# ---- lbuf_rd_timing_gen ----
### M4 wires, lbuf_rd_timing_gen

Scale bar: 20 µm. Cells faint in the background.
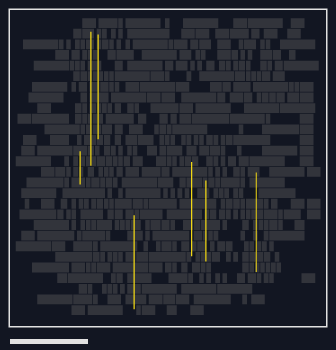

[src/rtl/lbuf_rd_timing_gen.sv]
// Output raster timing and line-buffer read sequencer in the PCLK_ext domain.
// Define FRAMELOCK_EN to lock the output raster to the input frame_sync pulse.
module lbuf_rd_timing_gen #(
  parameter int H_TOTAL          = 1650,
  parameter int H_ACTIVE         = 1280,
  parameter int H_SYNCLEN        = 40,
  parameter int H_BACKPORCH      = 220,
  parameter int V_TOTAL          = 750,
  parameter int V_ACTIVE         = 720,
  parameter int V_SYNCLEN        = 5,
  parameter int V_BACKPORCH      = 20,
  parameter int SRC_H_ACTIVE     = 384,
  parameter int SRC_V_ACTIVE     = 224,
  parameter int X_REP            = 3,
  parameter int Y_REP            = 3,
  parameter int H_IMG_START      = 324,
  parameter int V_IMG_START      = 49,
  parameter int NUM_LINE_BUFFERS = 40,
  parameter int V_LOCK_LINE      = 0
) (
  input  logic        PCLK_ext,
  input  logic        reset_n,
  input  logic        frame_sync,
  output logic [10:0] hcnt_ext,
  output logic [10:0] vcnt_ext,
  output logic [8:0]  hcnt_ext_lbuf,
  output logic [5:0]  vcnt_ext_lbuf,
  output logic [2:0]  hctr_ext,
  output logic [2:0]  vctr_ext,
  output logic        HSYNC_ext,
  output logic        VSYNC_ext,
  output logic        DE_ext,
  output logic        img_en,
  output logic        locked
);
  localparam logic [10:0] H_LAST  = 11'(H_TOTAL - 1);
  localparam logic [10:0] V_LAST  = 11'(V_TOTAL - 1);
  localparam logic [10:0] H_SYNC  = 11'(H_SYNCLEN);
  localparam logic [10:0] V_SYNC  = 11'(V_SYNCLEN);
  localparam logic [10:0] H_DE_S  = 11'(H_SYNCLEN + H_BACKPORCH);
  localparam logic [10:0] H_DE_E  = 11'(H_SYNCLEN + H_BACKPORCH + H_ACTIVE);
  localparam logic [10:0] V_DE_S  = 11'(V_SYNCLEN + V_BACKPORCH);
  localparam logic [10:0] V_DE_E  = 11'(V_SYNCLEN + V_BACKPORCH + V_ACTIVE);
  localparam logic [10:0] H_IMG_S = 11'(H_IMG_START);
  localparam logic [10:0] H_IMG_E = 11'(H_IMG_START + X_REP * SRC_H_ACTIVE);
  localparam logic [10:0] V_IMG_S = 11'(V_IMG_START);
  localparam logic [10:0] V_IMG_E = 11'(V_IMG_START + Y_REP * SRC_V_ACTIVE);
  localparam logic [2:0]  X_LAST  = 3'(X_REP - 1);
  localparam logic [2:0]  Y_LAST  = 3'(Y_REP - 1);
  localparam logic [5:0]  LB_LAST = 6'(NUM_LINE_BUFFERS - 1);

  logic [10:0] hpos, vpos;
  logic [10:0] h_nxt, v_nxt, v_nat;
  logic        h_wrap, h_img, v_img, img_nxt, locked_nxt;
  logic [2:0]  hctr_nxt, vctr_nxt;
  logic [8:0]  hlb_nxt;
  logic [5:0]  vlb_nxt;

`ifdef FRAMELOCK_EN
  localparam logic [10:0] V_LOCK = 11'(V_LOCK_LINE);
  logic pend, pend_nxt;
`else
  localparam int unused_lock_line = V_LOCK_LINE;
  logic unused_frame_sync;
  assign unused_frame_sync = frame_sync;
`endif

  always_comb begin
    h_wrap = (hpos == H_LAST);
    h_nxt  = h_wrap ? 11'd0 : hpos + 11'd1;
    v_nat  = (vpos == V_LAST) ? 11'd0 : vpos + 11'd1;
    v_nxt  = h_wrap ? v_nat : vpos;
`ifdef FRAMELOCK_EN
    // A pulse arriving on the wrap cycle itself is folded into this load.
    pend_nxt   = pend | frame_sync;
    locked_nxt = locked;
    if (h_wrap && pend_nxt) begin
      v_nxt      = V_LOCK;
      pend_nxt   = 1'b0;
      locked_nxt = (v_nat == V_LOCK);
    end
`else
    locked_nxt = 1'b0;
`endif

    h_img   = (h_nxt >= H_IMG_S) && (h_nxt < H_IMG_E);
    v_img   = (v_nxt >= V_IMG_S) && (v_nxt < V_IMG_E);
    img_nxt = h_img && v_img;

    hctr_nxt = 3'd0;
    hlb_nxt  = 9'd0;
    if (img_nxt && (h_nxt != H_IMG_S)) begin
      if (hctr_ext == X_LAST) begin
        hlb_nxt = hcnt_ext_lbuf + 9'd1;
      end else begin
        hctr_nxt = hctr_ext + 3'd1;
        hlb_nxt  = hcnt_ext_lbuf;
      end
    end

    // Vertical read position is decided once per line and held across it.
    vctr_nxt = vctr_ext;
    vlb_nxt  = vcnt_ext_lbuf;
    if (h_nxt == 11'd0) begin
      vctr_nxt = 3'd0;
      vlb_nxt  = 6'd0;
      if (v_img && (v_nxt != V_IMG_S)) begin
        if (vctr_ext == Y_LAST) begin
          vlb_nxt = (vcnt_ext_lbuf == LB_LAST) ? 6'd0 : vcnt_ext_lbuf + 6'd1;
        end else begin
          vctr_nxt = vctr_ext + 3'd1;
          vlb_nxt  = vcnt_ext_lbuf;
        end
      end
    end
  end

  always_ff @(posedge PCLK_ext or negedge reset_n) begin
    if (!reset_n) begin
      hpos          <= H_LAST;
      vpos          <= V_LAST;
      hcnt_ext      <= '0;
      vcnt_ext      <= '0;
      hcnt_ext_lbuf <= '0;
      vcnt_ext_lbuf <= '0;
      hctr_ext      <= '0;
      vctr_ext      <= '0;
      HSYNC_ext     <= 1'b1;
      VSYNC_ext     <= 1'b1;
      DE_ext        <= 1'b0;
      img_en        <= 1'b0;
      locked        <= 1'b0;
`ifdef FRAMELOCK_EN
      pend          <= 1'b0;
`endif
    end else begin
      hpos          <= h_nxt;
      vpos          <= v_nxt;
      hcnt_ext      <= h_nxt;
      vcnt_ext      <= v_nxt;
      hcnt_ext_lbuf <= hlb_nxt;
      vcnt_ext_lbuf <= vlb_nxt;
      hctr_ext      <= hctr_nxt;
      vctr_ext      <= vctr_nxt;
      HSYNC_ext     <= !(h_nxt < H_SYNC);
      VSYNC_ext     <= !(v_nxt < V_SYNC);
      DE_ext        <= (h_nxt >= H_DE_S) && (h_nxt < H_DE_E) &&
                       (v_nxt >= V_DE_S) && (v_nxt < V_DE_E);
      img_en        <= img_nxt;
      locked        <= locked_nxt;
`ifdef FRAMELOCK_EN
      pend          <= pend_nxt;
`endif
    end
  end
endmodule

[config.mk]
export PLATFORM = sky130hd
export DESIGN_NAME = lbuf_rd_timing_gen
export DESIGN_NICKNAME = d
export VERILOG_FILES = /design/src/rtl/lbuf_rd_timing_gen.sv
export SDC_FILE = /design/constraint.sdc
export NUM_CORES = 1
export LEC_CHECK = 0
export ABC_AREA = 1
export CORE_UTILIZATION = 54
export DETAILED_ROUTE_END_ITERATION = 7
export PLACE_DENSITY = 0.8
export SETUP_SLACK_MARGIN = 0.05
export SYNTH_ARGS = -nofsm -noshare
export SYNTH_HDL_FRONTEND = slang
export SYNTH_SLANG_ARGS = --single-unit
[constraint.sdc]
create_clock -name PCLK_ext -period 2.75 [get_ports PCLK_ext]
set_input_delay 0.275 -clock PCLK_ext [delete_from_list [all_inputs] [get_ports PCLK_ext]]
set_output_delay 0.275 -clock PCLK_ext [all_outputs]
set_load 0.05 [all_outputs]
# ---- uart_rx_fifo ----
<file path="config.mk">
export PLATFORM = sky130hd
export DESIGN_NAME = uart_rx_fifo
export DESIGN_NICKNAME = d
export VERILOG_FILES = /design/src/rtl/uart_pkg.sv /design/src/rtl/uart_level_to_pulse.sv /design/src/rtl/uart_rx_fifo.sv
export SDC_FILE = /design/constraint.sdc
export NUM_CORES = 1
export LEC_CHECK = 0
export ABC_AREA = 1
export CORE_MARGIN = 3
export CORE_UTILIZATION = 25
export DETAILED_ROUTE_END_ITERATION = 10
export GPL_TIMING_DRIVEN = 0
export PLACE_DENSITY = 0.51
export SLEW_MARGIN = 20
export SYNTH_ARGS = -nofsm -noshare
export SYNTH_HDL_FRONTEND = slang
export SYNTH_SLANG_ARGS = --single-unit
</file>
<file path="constraint.sdc">
create_clock -name clk -period 2.58 [get_ports clk]
set_input_delay 0.258 -clock clk [delete_from_list [all_inputs] [get_ports clk]]
set_output_delay 0.258 -clock clk [all_outputs]
set_load 0.01 [all_outputs]
</file>
<file path="src/rtl/uart_pkg.sv">
// Shared UART definitions: data width and byte type.
// Used by the receiver, the transmitter and the receive-side FIFO.
package uart_pkg;

    localparam int UART_DATA_W = 8;

    typedef logic [UART_DATA_W-1:0] uart_byte_t;

endpackage

</file>
<file path="src/rtl/uart_level_to_pulse.sv">
// Turns a multi-cycle level into a single-cycle pulse on its rising edge.
// History flop resets to 1 so a level already high at reset release is ignored.
module uart_level_to_pulse (
    input  logic clk,
    input  logic rst,
    input  logic level,
    output logic pulse
);

    logic level_d;
    logic level_q;

    always_comb begin
        level_d = level;
    end

    always_ff @(posedge clk) begin
        if (rst) begin
            level_q <= 1'b1;
        end else begin
            level_q <= level_d;
        end
    end

    assign pulse = level & ~level_q;

endmodule

</file>
<file path="src/rtl/uart_rx_fifo.sv">
// FWFT byte FIFO behind the UART receiver, with sticky overflow on dropped bytes.
// Optional almost-full output enabled by defining UART_RX_FIFO_AFULL_EN.
module uart_rx_fifo
    import uart_pkg::*;
#(
    parameter int DEPTH = 16
`ifdef UART_RX_FIFO_AFULL_EN
    ,
    parameter int AFULL_LEVEL = 12
`endif
) (
    input  logic                          clk,
    input  logic                          rst,
    input  logic [UART_DATA_W-1:0]        in_data,
    input  logic                          in_data_ready,
    output logic [UART_DATA_W-1:0]        out_data,
    output logic                          out_valid,
    input  logic                          out_ready,
    output logic [$clog2(DEPTH):0]        count,
    output logic                          overflow,
    input  logic                          clr_overflow
`ifdef UART_RX_FIFO_AFULL_EN
    ,
    output logic                          afull
`endif
);

    localparam int AW = $clog2(DEPTH);
    localparam int CW = AW + 1;

    logic          push;
    logic          pop;
    logic          full;
    logic          wr_en;

    logic [AW-1:0] wr_ptr_d;
    logic [AW-1:0] wr_ptr_q;
    logic [AW-1:0] rd_ptr_d;
    logic [AW-1:0] rd_ptr_q;
    logic [CW-1:0] count_d;
    logic [CW-1:0] count_q;
    logic          overflow_d;
    logic          overflow_q;

    uart_byte_t    mem_q [DEPTH];

    uart_level_to_pulse u_ready_edge (
        .clk   (clk),
        .rst   (rst),
        .level (in_data_ready),
        .pulse (push)
    );

    // A full FIFO still accepts a byte when the head leaves in the same cycle.
    always_comb begin
        full       = (count_q == CW'(DEPTH));
        pop        = out_valid & out_ready;
        wr_en      = push & (~full | pop);
        wr_ptr_d   = wr_ptr_q;
        rd_ptr_d   = rd_ptr_q;
        count_d    = count_q;
        overflow_d = overflow_q;

        if (wr_en) begin
            wr_ptr_d = wr_ptr_q + AW'(1);
        end
        if (pop) begin
            rd_ptr_d = rd_ptr_q + AW'(1);
        end

        case ({wr_en, pop})
            2'b10:   count_d = count_q + CW'(1);
            2'b01:   count_d = count_q - CW'(1);
            default: count_d = count_q;
        endcase

        if (clr_overflow) begin
            overflow_d = 1'b0;
        end
        if (push & ~wr_en) begin
            overflow_d = 1'b1;
        end
    end

    always_ff @(posedge clk) begin
        if (rst) begin
            wr_ptr_q   <= '0;
            rd_ptr_q   <= '0;
            count_q    <= '0;
            overflow_q <= 1'b0;
        end else begin
            wr_ptr_q   <= wr_ptr_d;
            rd_ptr_q   <= rd_ptr_d;
            count_q    <= count_d;
            overflow_q <= overflow_d;
        end
    end

    // Storage is deliberately not reset; pointers alone define what is valid.
    always_ff @(posedge clk) begin
        if (wr_en) begin
            mem_q[wr_ptr_q] <= in_data;
        end
    end

    assign out_data  = mem_q[rd_ptr_q];
    assign out_valid = (count_q != '0);
    assign count     = count_q;
    assign overflow  = overflow_q;

`ifdef UART_RX_FIFO_AFULL_EN
    assign afull = (count_q >= CW'(AFULL_LEVEL));
`endif

endmodule
</file>
### Met3 routing, uart_rx_fifo

Cells faint in the background.
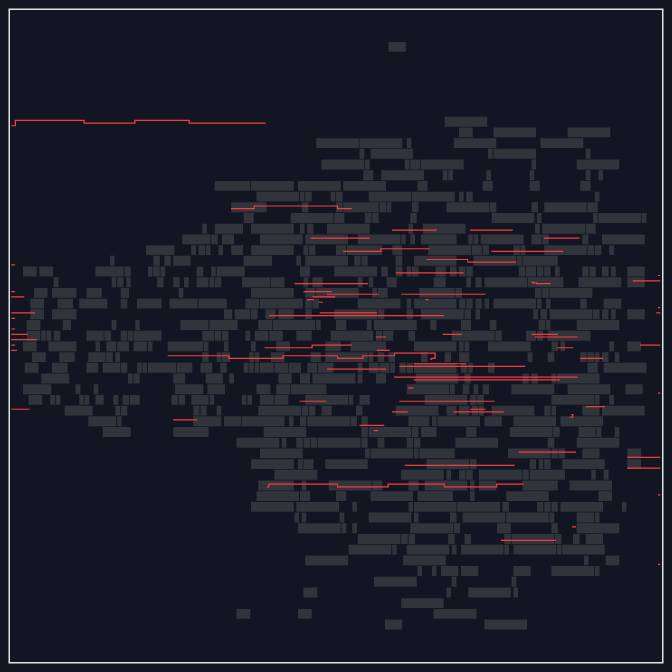
longest straight run	46.5 µm
nets with wire on the layer	52
main direction	horizontal
wire length on this layer	883 µm
share of all routed wire	5.3%
GR Util met3: 3.43%
Via Count: 4,215
Post-Route WL: 16.5 mm

### Where the registers sit, uart_rx_fifo

Scale bar: 50 µm.
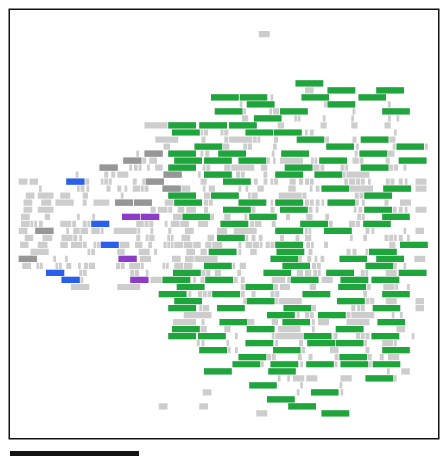
color	netlist name	sequential cells
purple	wr_ptr_q	4
blue	count	5
green	mem_q	128
not colored	10
Core Util, Final: 31.8%
Seq/total area: 53.9%

==> run_results.csv, uart_rx_fifo <==
group,metric,value,unit
status,outcome,"completed",
worst_hold_path,holdPathEnd,"overflow$_SDFFE_PP0P_",
grt,met1_usage,16.8,%
power_and_ir_drop,seq_cell_power,2.72,mW
worst_hold_path,min_path_cells,4,
final_timing,drv_slew,0,
yosys,ys_sh_xor,0.549,%
critical_path,cpMostUsedCell,"nand3_1",
final_timing,setup_viol,0,
cts,path_clk_slew,60,ps
final_timing,clock-skew-final,9.90,ps
grt,grt_overflow,0,
flow_run,drv_cap,0,
final_layout,comb_area_share,22.3,%
worst_hold_path,hold_path_class,"in2reg",
power_and_ir_drop,power_leader,"registers",
cts,post_cts_buffers,0,
final_layout,largest_cell_class,"sequential cells",
final_layout,logic_area,1750,µm²
yosys,synth_cell_types,32,
grt,use_met2,19.2,%
power_and_ir_drop,power_frac_comb,26.9,%
power_and_ir_drop,p_per_area,903,nW/µm²
yosys,yosys_area,6380,µm²
final_layout,layout-drive-gt1-share,17.3,%
route,dr_wl_met2,7.67,mm
power_and_ir_drop,switchingPower,2.27,mW
placed_design,dpl.hpwl,11.0,mm
final_layout,inverters,85,
final_layout,top_register,"mem_q",
route,m1WireLength,7.78,mm
final_layout,mostFrequentLayoutCells,"128 x edfxtp_1, 82 x inv_1, 59 x nand2_1, 55 x nand3_1, 44 x a21oi_1",
cts,htree_levels,4,
grt,grt_pass1_wl,25.4,mm
placed_design,gp_congestion,0.811,
### Metal 2, lbuf_rd_timing_gen

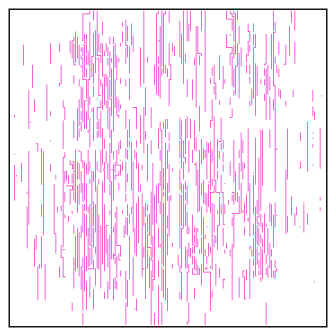
main direction	vertical
share of all routed wire	48%
longest straight run	40.1 µm
nets with wire on the layer	407
wire length on this layer	3,550 µm
GR Util met2: 37.9%
Post-Route WL: 7.35 mm
Via Count: 2,950

### Met3 routing, lbuf_rd_timing_gen

Cells faint in the background.
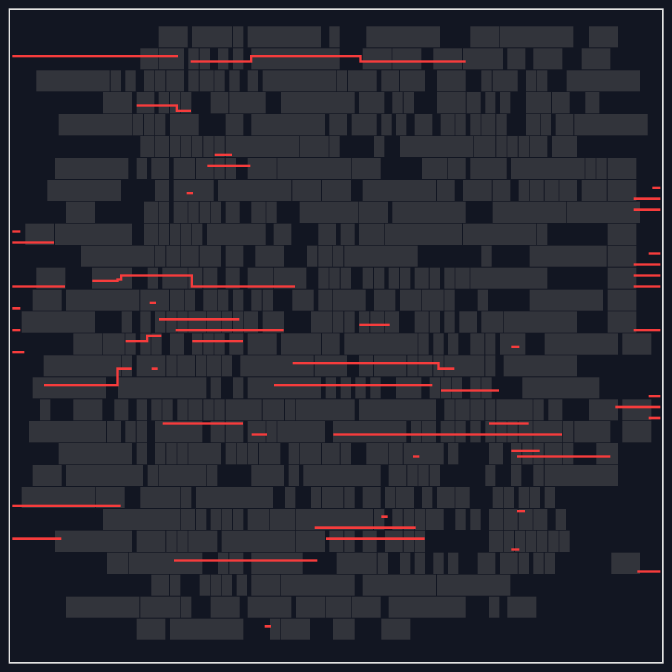
nets with wire on the layer	39
share of all routed wire	4.9%
GR Util met3: 8.09%

Notes on 'M4 wires' of lbuf_rd_timing_gen above:
nets with wire on the layer	6
share of all routed wire	2.2%
wire length on this layer	162 µm
main direction	vertical

==> run_results.csv, lbuf_rd_timing_gen <==
group,metric,value,unit
floorplanning,core,5960,µm²
yosys,top_area_cell,"dfrtp_1",
cts,clk_path_buf_depth,2,
yosys,aoi_share,4.02,%
power_and_ir_drop,seq_cell_power,0.883,mW
flow_run,tool_warnings,29,
critical_path,crit_path_end_kind,"register",
yosys,synth.most_common_cell,"nand2_1",
floorplanning,well_tap_count,75,
status,outcome,"completed",
floorplanning,die_h,80.9,µm
critical_path,cp-startpoint,"hpos[0]$_DFF_PN1_",
final_timing,tns,0,ps
floorplanning,dieArea,6540,µm²
cts,clkLatencyLatePin,350,ps
grt,grt_overflow,0,
route,routedWlPerCell,12.8,µm
final_layout,final_nets,501,
cts,cts_resized,0,
final_layout,comb_cells,289,
yosys,floorplan.nets,439,
final_timing,setup_slack,176,ps
yosys,yosys_most_used_dff,"dfrtp_1",
worst_hold_path,hold_path_class,"in2async",
cts,cts_tree,"yes",
final_layout,regArea,1520,µm²
power_and_ir_drop,vdd_drop_max,0.303,mV
final_timing,setup_viol,0,
critical_path,max_stage_delay,540,ps
final_layout,layout-drive-gt1-share,18.3,%
placed_design,portBuffers,48,
grt,grt-busiest-layer,"met2",
final_layout,antennaDiodeCount,0,
final_layout,fin_cells,572,

==> layout pictures side by side <==
Routing congestion map.
Plate I
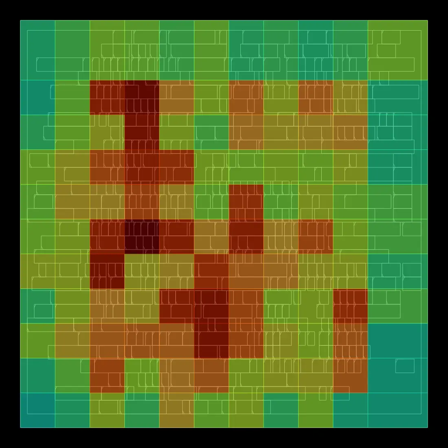
Plate II
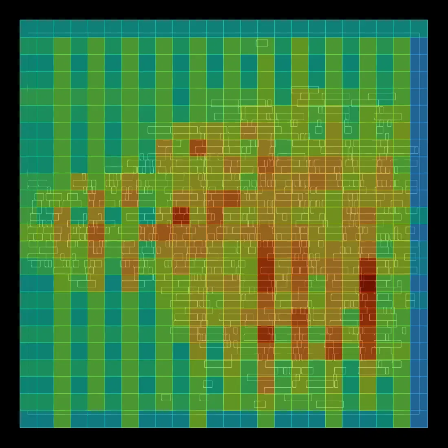
- highest track usage: Plate I
- most wire per cell: Plate II
Plate I -> lbuf_rd_timing_gen
Plate II -> uart_rx_fifo



==> notes/layouts.md <==
Pictures saved along the way, in no particular order.

Metal 1.
Cells faint in the background.
image #1
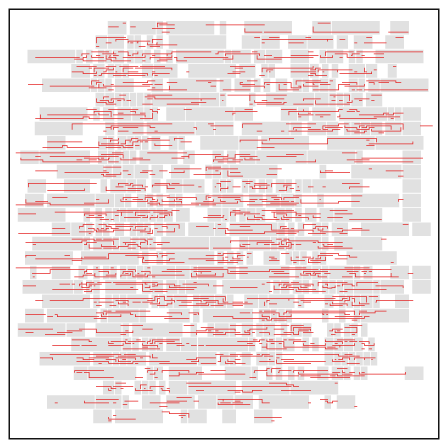
image #2
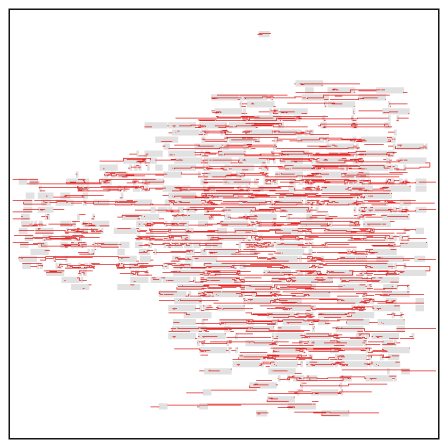
uart_rx_fifo is image #2.
lbuf_rd_timing_gen is image #1.

